# block 1

### Gate families picked out, block 1

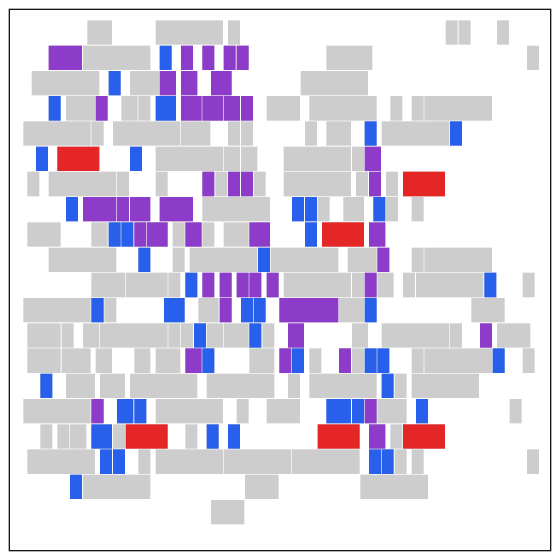

[config.mk]
export PLATFORM = sky130hd
export DESIGN_NAME = irrigation_actuator
export DESIGN_NICKNAME = d
export VERILOG_FILES = /design/src/rtl/irrigation_actuator.sv
export SDC_FILE = /design/constraint.sdc
export NUM_CORES = 1
export LEC_CHECK = 0
export ABC_AREA = 1
export CAP_MARGIN = 0
export CORE_UTILIZATION = 50
export DETAILED_ROUTE_END_ITERATION = 12
export PLACE_DENSITY = 0.85
export SETUP_SLACK_MARGIN = 0.4
export SYNTH_ARGS = -nofsm -noshare
export SYNTH_HDL_FRONTEND = slang
export SYNTH_SLANG_ARGS = --single-unit
[constraint.sdc]
create_clock -name clock -period 3.8 [get_ports clock]
set_input_delay 0.76 -clock clock [delete_from_list [all_inputs] [get_ports clock]]
set_output_delay 0.76 -clock clock [all_outputs]
set_load 0.01 [all_outputs]
[src/rtl/irrigation_actuator.sv]
// Irrigation valve/pump sequencer driven by a debounced tank-controller code.
// Optional FAULT entry counter enabled by IRRIGATION_ACTUATOR_ERR_COUNT_EN.
module irrigation_actuator #(
    parameter int unsigned STABLE_CYC  = 4,
    parameter int unsigned SETTLE_CYC  = 8,
    parameter int unsigned MIN_OFF_CYC = 16,
    parameter int unsigned BLINK_HALF  = 32
) (
    input  logic       clock,
    input  logic       reset,
    input  logic [1:0] state_in,
    input  logic       fault_clr,
    output logic       valve_open,
    output logic       pump_on,
    output logic       alarm,
    output logic [2:0] mode,
    output logic [7:0] err_count
);

    localparam int unsigned FW = 4;
    localparam int unsigned CW = 8;

    localparam logic [1:0] CMD_VZ   = 2'b00;
    localparam logic [1:0] CMD_EN   = 2'b01;
    localparam logic [1:0] CMD_ERRO = 2'b10;
    localparam logic [1:0] CMD_REGA = 2'b11;

    typedef enum logic [2:0] {
        ST_IDLE     = 3'b000,
        ST_FILL     = 3'b001,
        ST_SETTLE   = 3'b010,
        ST_IRRIGATE = 3'b011,
        ST_FAULT    = 3'b100
    } state_e;

    state_e        state_q, state_d;
    logic [1:0]    samp_q, samp_d;
    logic [1:0]    cmd_q, cmd_d;
    logic [FW-1:0] filt_q, filt_d;
    logic [CW-1:0] settle_q, settle_d, settle_inc;
    logic [CW-1:0] off_q, off_d;
    logic [CW-1:0] blink_q, blink_d, blink_inc;
    logic          alarm_q, alarm_d;
    logic          fault_entry;

    always_ff @(posedge clock) begin
        if (reset) begin
            state_q  <= ST_IDLE;
            samp_q   <= CMD_VZ;
            cmd_q    <= CMD_VZ;
            filt_q   <= '0;
            settle_q <= '0;
            off_q    <= CW'(MIN_OFF_CYC);
            blink_q  <= '0;
            alarm_q  <= 1'b0;
        end else begin
            state_q  <= state_d;
            samp_q   <= samp_d;
            cmd_q    <= cmd_d;
            filt_q   <= filt_d;
            settle_q <= settle_d;
            off_q    <= off_d;
            blink_q  <= blink_d;
            alarm_q  <= alarm_d;
        end
    end

    always_comb begin
        samp_d      = state_in;
        cmd_d       = cmd_q;
        filt_d      = FW'(1);
        state_d     = state_q;
        settle_d    = '0;
        off_d       = '0;
        blink_d     = '0;
        alarm_d     = 1'b0;
        fault_entry = 1'b0;
        settle_inc  = (settle_q >= CW'(SETTLE_CYC)) ? CW'(SETTLE_CYC) : settle_q + CW'(1);
        blink_inc   = blink_q + CW'(1);

        // Run-length debounce: the edge completing STABLE_CYC equal samples commits cmd.
        if (state_in == samp_q) begin
            filt_d = (filt_q >= FW'(STABLE_CYC)) ? FW'(STABLE_CYC) : filt_q + FW'(1);
        end
        if (filt_d == FW'(STABLE_CYC)) begin
            cmd_d = state_in;
        end

        if (!pump_on) begin
            off_d = (off_q >= CW'(MIN_OFF_CYC)) ? CW'(MIN_OFF_CYC) : off_q + CW'(1);
        end

        if (cmd_q == CMD_ERRO && state_q != ST_FAULT) begin
            state_d = ST_FAULT;
        end else begin
            case (state_q)
                ST_IDLE: begin
                    if (cmd_q == CMD_EN)        state_d = ST_FILL;
                    else if (cmd_q == CMD_REGA) state_d = ST_SETTLE;
                end
                ST_FILL: begin
                    if (cmd_q == CMD_VZ)        state_d = ST_IDLE;
                    else if (cmd_q == CMD_REGA) state_d = ST_SETTLE;
                end
                ST_SETTLE: begin
                    if (cmd_q == CMD_VZ)      state_d = ST_IDLE;
                    else if (cmd_q == CMD_EN) state_d = ST_FILL;
                    else if (settle_inc == CW'(SETTLE_CYC) && off_d >= CW'(MIN_OFF_CYC))
                        state_d = ST_IRRIGATE;
                end
                ST_IRRIGATE: begin
                    if (cmd_q == CMD_VZ)      state_d = ST_IDLE;
                    else if (cmd_q == CMD_EN) state_d = ST_FILL;
                end
                ST_FAULT: begin
                    if (fault_clr && cmd_q != CMD_ERRO) state_d = ST_IDLE;
                end
                default: state_d = ST_IDLE;
            endcase
        end

        if (state_q == ST_SETTLE && state_d == ST_SETTLE) begin
            settle_d = settle_inc;
        end

        // Lamp lights on entry, then flips each time BLINK_HALF edges have elapsed.
        if (state_d == ST_FAULT) begin
            if (state_q != ST_FAULT) begin
                fault_entry = 1'b1;
                alarm_d     = 1'b1;
            end else if (blink_inc == CW'(BLINK_HALF)) begin
                alarm_d = ~alarm_q;
            end else begin
                alarm_d = alarm_q;
                blink_d = blink_inc;
            end
        end
    end

`ifdef IRRIGATION_ACTUATOR_ERR_COUNT_EN
    logic [7:0] err_q, err_d;

    always_comb begin
        err_d = err_q;
        if (fault_entry && err_q != 8'hFF) begin
            err_d = err_q + 8'd1;
        end
    end

    always_ff @(posedge clock) begin
        if (reset) err_q <= '0;
        else       err_q <= err_d;
    end

    assign err_count = err_q;
`else
    assign err_count = 8'h00;
`endif

    assign valve_open = (state_q == ST_FILL);
    assign pump_on    = (state_q == ST_IRRIGATE);
    assign alarm      = alarm_q;
    assign mode       = state_q;

endmodule

# block 2

## src/rtl/bus_nxn_pkg.sv

```systemverilog
// Shared types and helpers for the N-device parallel bus: FSM states, destination
// ID extraction and index-width sizing.
package bus_nxn_pkg;

  typedef enum logic {ARB, SEND} state_t;

  localparam int ID_W     = 8;
  localparam int MAX_BITS = 512;

  function automatic int idx_w(input int n);
    return (n > 1) ? $clog2(n) : 1;
  endfunction

  // Destination ID sits in the top ID_W bits of a packet that is `bits` wide.
  function automatic logic [ID_W-1:0] dst_of(input logic [MAX_BITS-1:0] pkt, input int bits);
    return pkt[bits-1 -: ID_W];
  endfunction

endpackage

```

## src/rtl/bus_fifo_full.sv

```systemverilog
// Synchronous show-ahead FIFO used for every ingress and egress queue; push when
// full and pop when empty are ignored.
module bus_fifo_full
  import bus_nxn_pkg::*;
#(
  parameter int depth = 4,
  parameter int bits  = 32
) (
  input  logic                       clk,
  input  logic                       reset,
  input  logic                       push,
  input  logic                       pop,
  input  logic [bits-1:0]            Din,
  output logic [bits-1:0]            Dout,
  output logic                       pndng,
  output logic                       full,
  output logic [$clog2(depth+1)-1:0] count
);

  localparam int PTR_W = idx_w(depth);
  localparam int CNT_W = $clog2(depth + 1);

  logic [bits-1:0]  mem_q [depth];
  logic [PTR_W-1:0] wr_ptr_q, rd_ptr_q;
  logic [CNT_W-1:0] cnt_q;
  logic             wr_en, rd_en;

  function automatic logic [PTR_W-1:0] ptr_inc(input logic [PTR_W-1:0] p);
    return (p == PTR_W'(depth - 1)) ? '0 : p + PTR_W'(1);
  endfunction

  assign pndng = (cnt_q != '0);
  assign full  = (cnt_q == CNT_W'(depth));
  assign count = cnt_q;
  assign wr_en = push && !full;
  assign rd_en = pop && pndng;
  assign Dout  = pndng ? mem_q[rd_ptr_q] : '0;

  // NOTE: state registers use <= so every flop samples pre-edge values; blocking
  // assignments here would make results depend on statement order.
  always_ff @(posedge clk) begin
    if (!reset) begin
      wr_ptr_q <= '0;
      rd_ptr_q <= '0;
      cnt_q    <= '0;
    end else begin
      if (wr_en) wr_ptr_q <= ptr_inc(wr_ptr_q);
      if (rd_en) rd_ptr_q <= ptr_inc(rd_ptr_q);
      cnt_q <= cnt_q + CNT_W'(wr_en) - CNT_W'(rd_en);
    end
  end

  // NOTE: the storage array is deliberately not reset; validity comes from the
  // pointers and count, and Dout is gated by pndng so stale words never show.
  always_ff @(posedge clk) begin
    if (wr_en) mem_q[wr_ptr_q] <= Din;
  end

endmodule

```

## src/rtl/prll_bus_nxn.sv

```systemverilog
// N-device shared parallel bus: per-device ingress/egress FIFOs and a round-robin
// ARB/SEND arbiter moving one packet (unicast, broadcast or dropped) per transaction.
module prll_bus_nxn
  import bus_nxn_pkg::*;
#(
  parameter int              drvrs = 4,
  parameter int              bits  = 32,
  parameter int              depth = 4,
  parameter logic [ID_W-1:0] bdcst = 8'hFF
) (
  input  logic                  clk,
  input  logic                  reset,
  input  logic [drvrs-1:0]      push,
  input  logic [drvrs*bits-1:0] D_push,
  input  logic [drvrs-1:0]      pop,
  output logic [drvrs*bits-1:0] D_pop,
  output logic [drvrs-1:0]      pndng,
  output logic [drvrs-1:0]      full,
  output logic [drvrs-1:0]      ovf,
  output logic [15:0]           drop_cnt
);

  localparam int IDX_W = idx_w(drvrs);
  localparam int CNT_W = $clog2(depth + 1);

  state_t                       state_q, state_d;
  logic [IDX_W-1:0]             rr_q, rr_d, grant_q, grant_d, gnt;
  logic [bits-1:0]              bus_q, bus_d;
  logic [15:0]                  drop_q, drop_d;
  logic [drvrs-1:0]             ovf_q;
  logic [drvrs-1:0]             in_ne, in_pop, eg_full, eg_push, elig, others_ok;
  logic [drvrs-1:0][bits-1:0]   in_head;
  logic [drvrs-1:0][ID_W-1:0]   head_dst;
  logic [drvrs-1:0][CNT_W-1:0]  in_cnt, eg_cnt;
  logic [ID_W-1:0]              bus_dst;
  logic                         found;
  logic                         unused_cnt;

  for (genvar i = 0; i < drvrs; i++) begin : g_dev
    bus_fifo_full #(.depth(depth), .bits(bits)) u_ingress (
      .clk(clk), .reset(reset), .push(push[i]), .pop(in_pop[i]),
      .Din(D_push[i*bits +: bits]), .Dout(in_head[i]), .pndng(in_ne[i]),
      .full(full[i]), .count(in_cnt[i])
    );
    bus_fifo_full #(.depth(depth), .bits(bits)) u_egress (
      .clk(clk), .reset(reset), .push(eg_push[i]), .pop(pop[i]),
      .Din(bus_q), .Dout(D_pop[i*bits +: bits]), .pndng(pndng[i]),
      .full(eg_full[i]), .count(eg_cnt[i])
    );
    assign head_dst[i]  = dst_of(MAX_BITS'(in_head[i]), bits);
    assign others_ok[i] = &(~eg_full | (drvrs'(1) << i));
  end

  assign unused_cnt = ^{in_cnt, eg_cnt};
  assign bus_dst    = dst_of(MAX_BITS'(bus_q), bits);
  assign ovf        = ovf_q;
  assign drop_cnt   = drop_q;

  // Invalid destinations stay eligible so they drain into the drop counter.
  always_comb begin
    elig = '0;
    for (int i = 0; i < drvrs; i++) begin
      if (in_ne[i]) begin
        if (int'(head_dst[i]) < drvrs) elig[i] = ~eg_full[head_dst[i][IDX_W-1:0]];
        else if (head_dst[i] == bdcst) elig[i] = others_ok[i];
        else                           elig[i] = 1'b1;
      end
    end
  end

  function automatic logic [IDX_W-1:0] wrap_idx(input logic [IDX_W-1:0] base, input int k);
    int s;
    s = int'(base) + k;
    if (s >= drvrs) s -= drvrs;
    return IDX_W'(s);
  endfunction

  always_comb begin
    found = 1'b0;
    gnt   = '0;
    for (int k = 0; k < drvrs; k++) begin
      if (!found && elig[wrap_idx(rr_q, k)]) begin
        found = 1'b1;
        gnt   = wrap_idx(rr_q, k);
      end
    end
  end

  // NOTE: every signal driven here gets a default first, so no path through the
  // case can leave one unassigned and infer a latch.
  always_comb begin
    state_d = state_q;
    grant_d = grant_q;
    bus_d   = bus_q;
    rr_d    = rr_q;
    drop_d  = drop_q;
    in_pop  = '0;
    eg_push = '0;
    case (state_q)
      ARB: begin
        if (found) begin
          grant_d = gnt;
          bus_d   = in_head[gnt];
          state_d = SEND;
        end
      end
      SEND: begin
        in_pop[grant_q] = 1'b1;
        if (int'(bus_dst) < drvrs)  eg_push[bus_dst[IDX_W-1:0]] = 1'b1;
        else if (bus_dst == bdcst)  eg_push = ~(drvrs'(1) << grant_q);
        else if (drop_q != 16'hFFFF) drop_d = drop_q + 16'd1;
        rr_d    = (grant_q == IDX_W'(drvrs - 1)) ? '0 : grant_q + IDX_W'(1);
        state_d = ARB;
      end
      default: state_d = ARB;
    endcase
  end

  always_ff @(posedge clk) begin
    if (!reset) begin
      state_q <= ARB;
      rr_q    <= '0;
      grant_q <= '0;
      bus_q   <= '0;
      drop_q  <= '0;
      ovf_q   <= '0;
    end else begin
      state_q <= state_d;
      rr_q    <= rr_d;
      grant_q <= grant_d;
      bus_q   <= bus_d;
      drop_q  <= drop_d;
      ovf_q   <= ovf_q | (push & full);
    end
  end

endmodule
```

## config.mk

```make
export PLATFORM = sky130hd
export DESIGN_NAME = prll_bus_nxn
export DESIGN_NICKNAME = d
export VERILOG_FILES = /design/src/rtl/bus_nxn_pkg.sv /design/src/rtl/bus_fifo_full.sv /design/src/rtl/prll_bus_nxn.sv
export SDC_FILE = /design/constraint.sdc
export NUM_CORES = 1
export LEC_CHECK = 0
export CORE_ASPECT_RATIO = 0.6
export CORE_MARGIN = 2
export CORE_UTILIZATION = 57
export DETAILED_ROUTE_END_ITERATION = 12
export DONT_BUFFER_PORTS = 1
export PLACE_DENSITY = 0.75
export SLEW_MARGIN = 20
export SYNTH_ARGS = -nofsm -noshare
export SYNTH_HDL_FRONTEND = slang
export SYNTH_SLANG_ARGS = --single-unit
```

## constraint.sdc

```tcl
create_clock -name clk -period 3.22 [get_ports clk]
set_input_delay 0.644 -clock clk [delete_from_list [all_inputs] [get_ports clk]]
set_output_delay 0.644 -clock clk [all_outputs]
set_load 0.1 [all_outputs]
```

# block 3

### src/rtl/lsu_pkg.sv
// Shared funct3 encodings, access size and FSM state types for the load/store unit.
// LSU_MISALIGN_SPLIT_EN adds the second-word states used for word-crossing accesses.
package lsu_pkg;

    localparam logic [2:0] F3_B  = 3'b000;
    localparam logic [2:0] F3_H  = 3'b001;
    localparam logic [2:0] F3_W  = 3'b010;
    localparam logic [2:0] F3_BU = 3'b100;
    localparam logic [2:0] F3_HU = 3'b101;

    typedef enum logic [1:0] {
        BYTE,
        HALF,
        WORD
    } size_e;

`ifdef LSU_MISALIGN_SPLIT_EN
    typedef enum logic [2:0] {
        IDLE,
        ISSUE,
        WAIT,
        RESP,
        ISSUE_HI,
        WAIT_HI
    } state_e;
`else
    typedef enum logic [1:0] {
        IDLE,
        ISSUE,
        WAIT,
        RESP
    } state_e;
`endif

    // Unsigned loads have no store counterpart.
    function automatic logic funct3_ok(input logic we, input logic [2:0] f3);
        case (f3)
            F3_B, F3_H, F3_W: funct3_ok = 1'b1;
            F3_BU, F3_HU:     funct3_ok = !we;
            default:          funct3_ok = 1'b0;
        endcase
    endfunction

    function automatic size_e funct3_size(input logic [1:0] f3_lo);
        case (f3_lo)
            2'b00:   funct3_size = BYTE;
            2'b01:   funct3_size = HALF;
            default: funct3_size = WORD;
        endcase
    endfunction

    function automatic logic misaligned(input size_e sz, input logic [1:0] off);
        case (sz)
            BYTE:    misaligned = 1'b0;
            HALF:    misaligned = off[0];
            default: misaligned = (off != 2'd0);
        endcase
    endfunction

    function automatic logic crosses_word(input size_e sz, input logic [1:0] off);
        case (sz)
            BYTE:    crosses_word = 1'b0;
            HALF:    crosses_word = (off == 2'd3);
            default: crosses_word = (off != 2'd0);
        endcase
    endfunction

endpackage

### src/rtl/lsu_if.sv
// Pipeline request/response and memory port bundle of the load/store unit.
// slave is the controller's view, master is the pipeline/memory environment's view.
interface lsu_if #(
    parameter int ADDR_W = 32
);
    logic              req_valid;
    logic              req_ready;
    logic              req_we;
    logic [2:0]        req_funct3;
    logic [ADDR_W-1:0] req_addr;
    logic [31:0]       req_wdata;

    logic              rsp_valid;
    logic [31:0]       rsp_rdata;
    logic              rsp_err;

    logic              mem_req;
    logic              mem_gnt;
    logic              mem_we;
    logic [ADDR_W-1:0] mem_addr;
    logic [3:0]        mem_be;
    logic [31:0]       mem_wdata;
    logic              mem_rvalid;
    logic [31:0]       mem_rdata;
    logic              mem_err;

    modport slave (
        input  req_valid, req_we, req_funct3, req_addr, req_wdata,
        output req_ready,
        output rsp_valid, rsp_rdata, rsp_err,
        output mem_req, mem_we, mem_addr, mem_be, mem_wdata,
        input  mem_gnt, mem_rvalid, mem_rdata, mem_err
    );

    modport master (
        output req_valid, req_we, req_funct3, req_addr, req_wdata,
        input  req_ready,
        input  rsp_valid, rsp_rdata, rsp_err,
        input  mem_req, mem_we, mem_addr, mem_be, mem_wdata,
        output mem_gnt, mem_rvalid, mem_rdata, mem_err
    );
endinterface

### src/rtl/lsu_align.sv
// Byte-lane alignment: byte enables and write-data shift for either word of an access,
// and read-data shift plus sign/zero extension over a low word and the next word's low bytes.
module lsu_align
    import lsu_pkg::*;
(
    input  size_e       size,
    input  logic        uns,
    input  logic [1:0]  off,
    input  logic        hi,
    input  logic [31:0] wdata,
    input  logic [31:0] rdata_lo,
    input  logic [23:0] rdata_hi,
    output logic [3:0]  be,
    output logic [31:0] wdata_sh,
    output logic [31:0] rdata_ext
);

    logic [3:0]  be_base;
    logic [7:0]  be_span;
    logic [63:0] wdata_span;
    logic [31:0] rdata_sh;

    always_comb begin
        case (size)
            BYTE:    be_base = 4'b0001;
            HALF:    be_base = 4'b0011;
            default: be_base = 4'b1111;
        endcase
    end

    // Both spans cover two words so a word-crossing access can take its upper half from [7:4]/[63:32].
    assign be_span    = {4'b0000, be_base} << off;
    assign wdata_span = {32'h0, wdata} << {off, 3'b000};
    assign be         = hi ? be_span[7:4] : be_span[3:0];
    assign wdata_sh   = hi ? wdata_span[63:32] : wdata_span[31:0];

    always_comb begin
        case (off)
            2'd0:    rdata_sh = rdata_lo;
            2'd1:    rdata_sh = {rdata_hi[7:0],  rdata_lo[31:8]};
            2'd2:    rdata_sh = {rdata_hi[15:0], rdata_lo[31:16]};
            default: rdata_sh = {rdata_hi[23:0], rdata_lo[31:24]};
        endcase
    end

    always_comb begin
        case (size)
            BYTE:    rdata_ext = {{24{rdata_sh[7]  & ~uns}}, rdata_sh[7:0]};
            HALF:    rdata_ext = {{16{rdata_sh[15] & ~uns}}, rdata_sh[15:0]};
            default: rdata_ext = rdata_sh;
        endcase
    end

endmodule

### src/rtl/lsu_ctrl.sv
// Load/store unit controller: one RV32I load or store at a time over a req/gnt/rvalid memory port.
// Define LSU_MISALIGN_SPLIT_EN to split word-crossing accesses into two transactions instead of faulting.
//
// state    | meaning
// IDLE     | req_ready high, waiting for a request
// ISSUE    | mem_req held until granted (low word of a split access)
// WAIT     | waiting for read data or write acknowledge
// ISSUE_HI | split access only: mem_req for word+4
// WAIT_HI  | split access only: waiting on word+4
// RESP     | rsp_valid for one cycle
module lsu_ctrl
    import lsu_pkg::*;
#(
    parameter int ADDR_W = 32
) (
    input logic  clk,
    input logic  rst_n,
    lsu_if.slave bus
);

    state_e state, state_nxt;

    logic              accept;
    logic              fault;
    size_e             req_size;
    logic [1:0]        req_off;
    logic              rsp_capture;

    logic              we_q;
    logic              uns_q;
    size_e             size_q;
    logic [ADDR_W-1:0] addr_q;
    logic [31:0]       wdata_q;
    logic [31:0]       rdata_q;
    logic              err_q;

    logic              hi_sel;
    logic [31:0]       al_rdata_lo;
    logic [23:0]       al_rdata_hi;
    logic [3:0]        al_be;
    logic [31:0]       al_wdata;
    logic [31:0]       al_rdata;

    assign accept   = bus.req_valid && (state == IDLE);
    assign req_size = funct3_size(bus.req_funct3[1:0]);
    assign req_off  = bus.req_addr[1:0];

`ifdef LSU_MISALIGN_SPLIT_EN
    localparam logic [ADDR_W-3:0] WORD_INC = 1;

    logic        split_req;
    logic        split_q;
    logic [31:0] lo_q;

    assign split_req   = crosses_word(req_size, req_off);
    assign fault       = !funct3_ok(bus.req_we, bus.req_funct3);
    assign hi_sel      = (state == ISSUE_HI);
    // The low word is held while the upper word arrives so both merge before extension.
    assign al_rdata_lo = (state == WAIT_HI) ? lo_q : bus.mem_rdata;
    assign al_rdata_hi = (state == WAIT_HI) ? bus.mem_rdata[23:0] : 24'h0;
    assign rsp_capture = bus.mem_rvalid &&
                         (((state == WAIT) && (!split_q || bus.mem_err)) || (state == WAIT_HI));
`else
    assign fault       = !funct3_ok(bus.req_we, bus.req_funct3) || misaligned(req_size, req_off);
    assign hi_sel      = 1'b0;
    assign al_rdata_lo = bus.mem_rdata;
    assign al_rdata_hi = 24'h0;
    assign rsp_capture = bus.mem_rvalid && (state == WAIT);
`endif

    lsu_align u_align (
        .size      (size_q),
        .uns       (uns_q),
        .off       (addr_q[1:0]),
        .hi        (hi_sel),
        .wdata     (wdata_q),
        .rdata_lo  (al_rdata_lo),
        .rdata_hi  (al_rdata_hi),
        .be        (al_be),
        .wdata_sh  (al_wdata),
        .rdata_ext (al_rdata)
    );

    always_ff @(posedge clk or negedge rst_n) begin
        if (!rst_n) begin
            state <= IDLE;
        end else begin
            state <= state_nxt;
        end
    end

    always_comb begin
        state_nxt = state;
        case (state)
            IDLE:  if (accept) state_nxt = fault ? RESP : ISSUE;
            ISSUE: if (bus.mem_gnt) state_nxt = WAIT;
            WAIT: begin
                if (bus.mem_rvalid) begin
`ifdef LSU_MISALIGN_SPLIT_EN
                    state_nxt = (split_q && !bus.mem_err) ? ISSUE_HI : RESP;
`else
                    state_nxt = RESP;
`endif
                end
            end
`ifdef LSU_MISALIGN_SPLIT_EN
            ISSUE_HI: if (bus.mem_gnt) state_nxt = WAIT_HI;
            WAIT_HI:  if (bus.mem_rvalid) state_nxt = RESP;
`endif
            RESP:    state_nxt = IDLE;
            default: state_nxt = IDLE;
        endcase
    end

    // Memory outputs are zero outside the issue states so reset and idle show a quiet bus.
    always_comb begin
        bus.req_ready = 1'b0;
        bus.rsp_valid = 1'b0;
        bus.mem_req   = 1'b0;
        bus.mem_we    = 1'b0;
        bus.mem_addr  = '0;
        bus.mem_be    = 4'b0000;
        bus.mem_wdata = 32'h0;
        case (state)
            IDLE: bus.req_ready = 1'b1;
            ISSUE: begin
                bus.mem_req   = 1'b1;
                bus.mem_we    = we_q;
                bus.mem_addr  = {addr_q[ADDR_W-1:2], 2'b00};
                bus.mem_be    = al_be;
                bus.mem_wdata = al_wdata;
            end
`ifdef LSU_MISALIGN_SPLIT_EN
            ISSUE_HI: begin
                bus.mem_req   = 1'b1;
                bus.mem_we    = we_q;
                bus.mem_addr  = {addr_q[ADDR_W-1:2] + WORD_INC, 2'b00};
                bus.mem_be    = al_be;
                bus.mem_wdata = al_wdata;
            end
`endif
            RESP: bus.rsp_valid = 1'b1;
            default: begin
            end
        endcase
    end

    assign bus.rsp_rdata = rdata_q;
    assign bus.rsp_err   = err_q;

    always_ff @(posedge clk or negedge rst_n) begin
        if (!rst_n) begin
            we_q    <= 1'b0;
            uns_q   <= 1'b0;
            size_q  <= BYTE;
            addr_q  <= '0;
            wdata_q <= 32'h0;
            rdata_q <= 32'h0;
            err_q   <= 1'b0;
        end else begin
            if (accept) begin
                we_q    <= bus.req_we;
                uns_q   <= bus.req_funct3[2];
                size_q  <= req_size;
                addr_q  <= bus.req_addr;
                wdata_q <= bus.req_wdata;
                rdata_q <= 32'h0;
                err_q   <= fault;
            end
            if (rsp_capture) begin
                err_q   <= bus.mem_err;
                rdata_q <= (bus.mem_err || we_q) ? 32'h0 : al_rdata;
            end
        end
    end

`ifdef LSU_MISALIGN_SPLIT_EN
    always_ff @(posedge clk or negedge rst_n) begin
        if (!rst_n) begin
            split_q <= 1'b0;
            lo_q    <= 32'h0;
        end else begin
            if (accept) begin
                split_q <= split_req;
            end
            if ((state == WAIT) && bus.mem_rvalid) begin
                lo_q <= bus.mem_rdata;
            end
        end
    end
`endif

endmodule

### src/flat_wrapper.sv
// flat-port wrapper written by rule: the top's interface ports become plain ports
module lsu_ctrl_flat import lsu_pkg::*;
#(
    parameter int ADDR_W = 32
)
  (clk, rst_n, bus_req_valid, bus_req_we, bus_req_funct3, bus_req_addr, bus_req_wdata, bus_req_ready, bus_rsp_valid, bus_rsp_rdata, bus_rsp_err, bus_mem_req, bus_mem_we, bus_mem_addr, bus_mem_be, bus_mem_wdata, bus_mem_gnt, bus_mem_rvalid, bus_mem_rdata, bus_mem_err);
  lsu_if #(.ADDR_W(ADDR_W)) bus_i ();
  input logic clk;
  input logic rst_n;
  input wire logic [$bits(bus_i.req_valid)-1:0] bus_req_valid;
  input wire logic [$bits(bus_i.req_we)-1:0] bus_req_we;
  input wire logic [$bits(bus_i.req_funct3)-1:0] bus_req_funct3;
  input wire logic [$bits(bus_i.req_addr)-1:0] bus_req_addr;
  input wire logic [$bits(bus_i.req_wdata)-1:0] bus_req_wdata;
  output wire logic [$bits(bus_i.req_ready)-1:0] bus_req_ready;
  output wire logic [$bits(bus_i.rsp_valid)-1:0] bus_rsp_valid;
  output wire logic [$bits(bus_i.rsp_rdata)-1:0] bus_rsp_rdata;
  output wire logic [$bits(bus_i.rsp_err)-1:0] bus_rsp_err;
  output wire logic [$bits(bus_i.mem_req)-1:0] bus_mem_req;
  output wire logic [$bits(bus_i.mem_we)-1:0] bus_mem_we;
  output wire logic [$bits(bus_i.mem_addr)-1:0] bus_mem_addr;
  output wire logic [$bits(bus_i.mem_be)-1:0] bus_mem_be;
  output wire logic [$bits(bus_i.mem_wdata)-1:0] bus_mem_wdata;
  input wire logic [$bits(bus_i.mem_gnt)-1:0] bus_mem_gnt;
  input wire logic [$bits(bus_i.mem_rvalid)-1:0] bus_mem_rvalid;
  input wire logic [$bits(bus_i.mem_rdata)-1:0] bus_mem_rdata;
  input wire logic [$bits(bus_i.mem_err)-1:0] bus_mem_err;
  assign bus_i.req_valid = bus_req_valid;
  assign bus_i.req_we = bus_req_we;
  assign bus_i.req_funct3 = bus_req_funct3;
  assign bus_i.req_addr = bus_req_addr;
  assign bus_i.req_wdata = bus_req_wdata;
  assign bus_req_ready = bus_i.req_ready;
  assign bus_rsp_valid = bus_i.rsp_valid;
  assign bus_rsp_rdata = bus_i.rsp_rdata;
  assign bus_rsp_err = bus_i.rsp_err;
  assign bus_mem_req = bus_i.mem_req;
  assign bus_mem_we = bus_i.mem_we;
  assign bus_mem_addr = bus_i.mem_addr;
  assign bus_mem_be = bus_i.mem_be;
  assign bus_mem_wdata = bus_i.mem_wdata;
  assign bus_i.mem_gnt = bus_mem_gnt;
  assign bus_i.mem_rvalid = bus_mem_rvalid;
  assign bus_i.mem_rdata = bus_mem_rdata;
  assign bus_i.mem_err = bus_mem_err;
  lsu_ctrl #(.ADDR_W(ADDR_W)) u_core (.clk(clk), .rst_n(rst_n), .bus(bus_i));
endmodule
### config.mk
export PLATFORM = sky130hd
export DESIGN_NAME = lsu_ctrl_flat
export DESIGN_NICKNAME = d
export VERILOG_FILES = /design/src/rtl/lsu_pkg.sv /design/src/rtl/lsu_if.sv /design/src/rtl/lsu_align.sv /design/src/rtl/lsu_ctrl.sv /design/src/flat_wrapper.sv
export SDC_FILE = /design/constraint.sdc
export NUM_CORES = 1
export LEC_CHECK = 0
export CAP_MARGIN = 20
export CORE_UTILIZATION = 40
export CTS_CLUSTER_SIZE = 28
export DETAILED_ROUTE_END_ITERATION = 10
export PLACE_DENSITY = 0.72
export REMOVE_ABC_BUFFERS = 1
export SYNTH_ARGS = -nofsm -noshare
export SYNTH_HDL_FRONTEND = slang
export SYNTH_HIERARCHICAL = 1
export SYNTH_SLANG_ARGS = --single-unit
export TNS_END_PERCENT = 30
### constraint.sdc
create_clock -name clk -period 2.4 [get_ports clk]
set_clock_uncertainty 0.1 [all_clocks]
set_input_delay 0.48 -clock clk [delete_from_list [all_inputs] [get_ports clk]]
set_output_delay 0.48 -clock clk [all_outputs]
set_load 0.005 [all_outputs]
### Clock wiring as the flow saved it, block 3

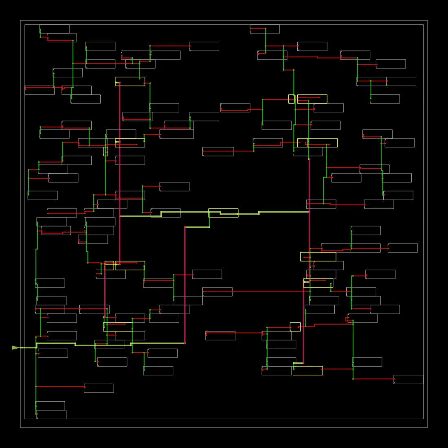
flop count: 103
# clk buffers: 10

==> flow_metrics.env, block 3 <==
# flow metrics
export IMPL_power_clock_mw=1.49
export IMPL_topRoutingLayerUsed="met4"
export IMPL_fin_ws_ns=-0.139
export IMPL_fp_dieW_um=126
export IMPL_clk_latency_ns=0.35
export IMPL_hold_class="primary input to async pin"
export IMPL_synth_area_per_cell_um2=11.0
export IMPL_arrival_ns=1.96
export IMPL_grt_antenna_before_repair=0
export IMPL_setup_viol_count_final=23
export IMPL_r2r_end="u_core/bus.rsp_rdata[31]"
export IMPL_initial_utilization=0.409
export IMPL_status="complete, but fails checks"
export IMPL_gp_congestion=0.838
export IMPL_slowest_delay_ns=0.54
export IMPL_hold_buffers=0
export IMPL_dp_hpwl_mm=12.6
export IMPL_crit_chain="buf_12, buf_6, buf_6, buf_6, mux2i_4, a211oi_2, and2_1, buf_2"
export IMPL_numCtsBuffers=9
export IMPL_grt_use_met1=0.290
export IMPL_relSlewSlack=0.449
export IMPL_portBuffers=208
export IMPL_largest_class="logic gates"
export IMPL_num_rows=45
export IMPL_violations="negative setup slack"
export IMPL_grt_pass1_vias=5776
export IMPL_comb_power_share=0.596
export IMPL_sh_seq_area=0.273
export IMPL_fin_hold_ws_ns=0.0528
export IMPL_use_met2=0.404
export IMPL_ys_area_um2=6190
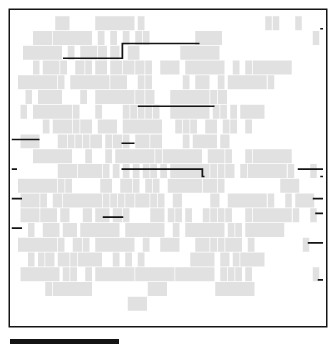
*Signal wires on met3, block 1*
The bar under the picture is 20 um long.
longest straight run: 14.7 um
nets with wire on the layer: 13
share of all routed wire: 3.7%
main direction: horizontal

## Picture notes: 'Gate families picked out' of block 1
| family | color | cells |
|---|---|---|
| NOR gates | blue | 46 |
| adder and majority cells | red | 6 |
| NAND gates | purple | 44 |

==> flow_metrics.env, block 1 <==
# flow metrics
export IMPL_status="complete, but fails checks"
export IMPL_violations="design-rule violations"
export IMPL_n_all_buffers=10
export IMPL_hold_class="register to register"
export IMPL_finalInstanceArea_um2=1780
export IMPL_num_rows=20
export IMPL_synthAoiAreaFrac=0.0547
export IMPL_min_from="blink_q[0]"
export IMPL_critPathKind="register to output pin"
export IMPL_powerDensity_nw_per_um2=364
export IMPL_seq_cell_power_mw=0.393
export IMPL_pg_comb_mw=0.0454
export IMPL_nets=236
export IMPL_yosys_register_bits=36
export IMPL_ys_warnings_count=0
export IMPL_grt_pass1_vias=996
export IMPL_initial_utilization=0.521
export IMPL_seqCellArea_um2=721
export IMPL_ys_top_cells_by_count="41 x nor2_1, 36 x dfxtp_1, 31 x inv_1"
export IMPL_p_sw_mw=0.150
export IMPL_core_area_um2=3030
export IMPL_wl_met1_mm=1.15
export IMPL_yosysTopAreaCell="dfxtp_1"
export IMPL_grtUsageMet3=0.0469
export IMPL_combGateArea_um2=698
export IMPL_vias=1167
export IMPL_total_power_mw=0.647
export IMPL_top_usage_layer="met2"
export IMPL_comb_cells=134
export IMPL_ctsResizeCount=0
export IMPL_synthSimpleGateAreaFrac=0.263
export IMPL_grt_usage=0.155
export IMPL_gp_congestion=0.767
export IMPL_cp_top_family="buffers and inverters"
export IMPL_yosysUniqueCellTypes=30
export IMPL_edf_count=0
export IMPL_drcViolationCount=2
export IMPL_use_met2=0.238
export IMPL_worstSetupPathDepth=4
export IMPL_final_setup_tns_ns=0
export IMPL_grt_use_met1=0.184
export IMPL_grt_pass1_wl_mm=3.90
export IMPL_r2r_start="blink_q[0]"
export IMPL_required_ns=3.04
export IMPL_slowest_delay_ns=0.58
export IMPL_numCtsBuffers=5
export IMPL_sh_seq_area=0.405
export IMPL_dp_cells=262
export IMPL_dr_pass1_iters=8
export IMPL_wire_per_inst_um=8.38
export IMPL_rsz0062_at_grt="false"
export IMPL_layout_nonclk_buf_frac=0.0563
export IMPL_clk_latency_ns=0.34
export IMPL_comb_power_share=0.070
export IMPL_syn2layout_area_growth_pct=12.6
export IMPL_cp_max_fo=4
export IMPL_netSwitchingFraction=0.232
export IMPL_topRoutingLayerUsed="met4"
export IMPL_grt_antenna_before_repair=0
export IMPL_power_share_clock=0.322
export IMPL_grt_max_degree=11
### Signal wires on met3, block 2

The bar under the picture is 100 um long.
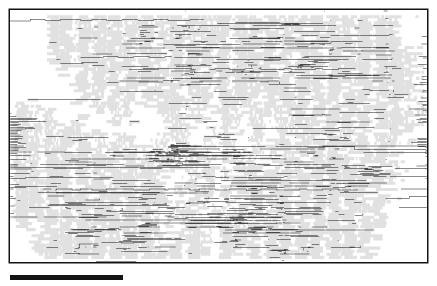
share of all routed wire: 11%
wire length on this layer: 12600 um
nets with wire on the layer: 433
main direction: horizontal
longest straight run: 131 um

==> flow_metrics.env, block 2 <==
# flow metrics
export IMPL_status="complete, but fails checks"
export IMPL_violations="negative setup slack"
export IMPL_synthSimpleGateAreaFrac=0.0613
export IMPL_comb_share=0.216
export IMPL_mux_share=0.133
export IMPL_fin_hold_ws_ns=0.0342
export IMPL_largest_class="flip-flops and latches"
export IMPL_holdPathStages=0
export IMPL_ctsResizeCount=49
export IMPL_num_clock_buffers=134
export IMPL_setup_viol_count_final=33
export IMPL_clk_latency_ns=0.70
export IMPL_wire_per_inst_um=29.5
export IMPL_netSwitchingFraction=0.407
export IMPL_clock_fmax_mhz=292
export IMPL_fp_dieW_um=368
export IMPL_peakVddDrop_v=0.000840
export IMPL_grt_antenna_before_repair=6
export IMPL_total_power_mw=51.6
export IMPL_vias=24300
export IMPL_fin_ws_ns=-0.205
export IMPL_top_regs="g_dev.u_egress.mem_q: 512 flops, g_dev.u_ingress.mem_q: 512 flops, bus_q: 32 flops"
export IMPL_comb_power_share=0.371
export IMPL_num_rows=79
export IMPL_cts_setup_buffers=1
export IMPL_relSlewSlack=0.214
export IMPL_dp_slack_ns=-0.303
export IMPL_n_tap_cell=1053
export IMPL_num_nonclk_inverters=62
export IMPL_yosys_register_bits=1153
export IMPL_crit_chain="mux4_2, or4_1, or4_4, o21ai_4, o22ai_2, o22a_4, buf_12, a31oi_1, o221ai_2"
export IMPL_fp_nets=2620
export IMPL_cts_buffer_depth=3
export IMPL_synthArstFlopShare=0
export IMPL_fin_cells=3868
export IMPL_combGateArea_um2=11300
export IMPL_rsz0062_at_grt="true"
export IMPL_critPathCaptureType="register"


==> layout pictures side by side <==
Met1 routing.
Supply wires on this layer in gray.
(a)
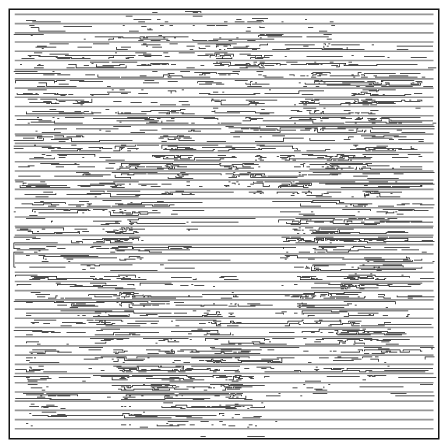
(b)
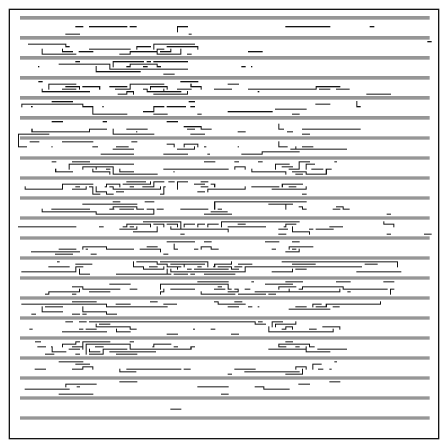
(c)
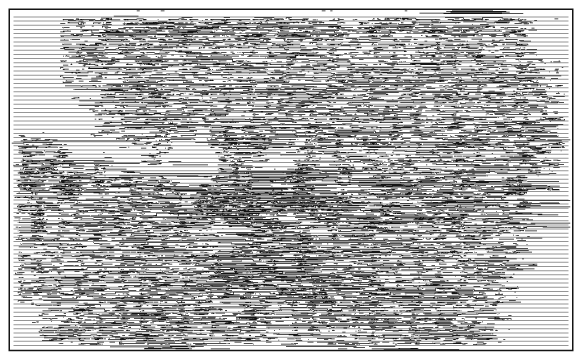
| from | picture |
|---|---|
| block 1 | (b) |
| block 2 | (c) |
| block 3 | (a) |

Key to (a):
nets with wire on the layer: 822
share of all routed wire: 42%
wire length on this layer: 7900 um


## Gallery

Signal wires on met2.
panel A
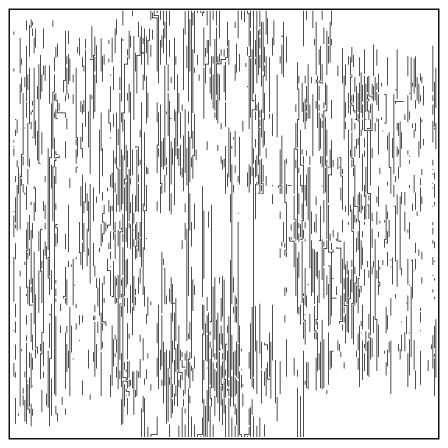
panel B
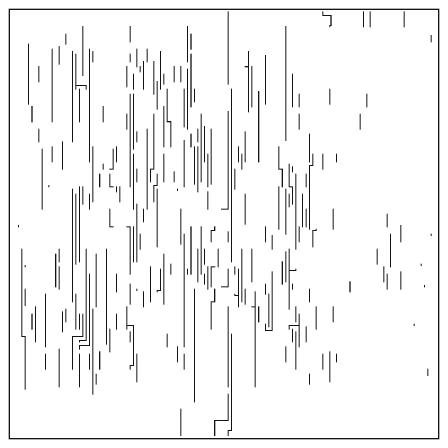
panel C
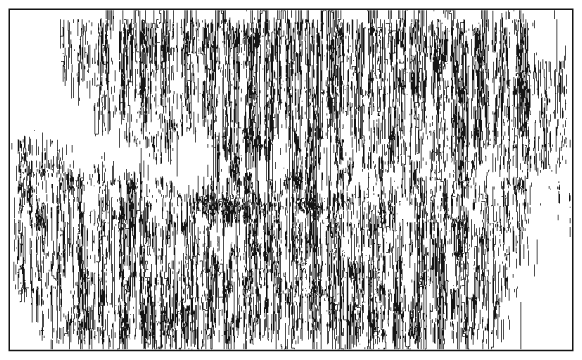
| picture | from |
|---|---|
| panel A | block 3 |
| panel B | block 1 |
| panel C | block 2 |

Key to panel C:
wire length on this layer: 51.2 mm
share of all routed wire: 45%
main direction: vertical
longest straight run: 113 um

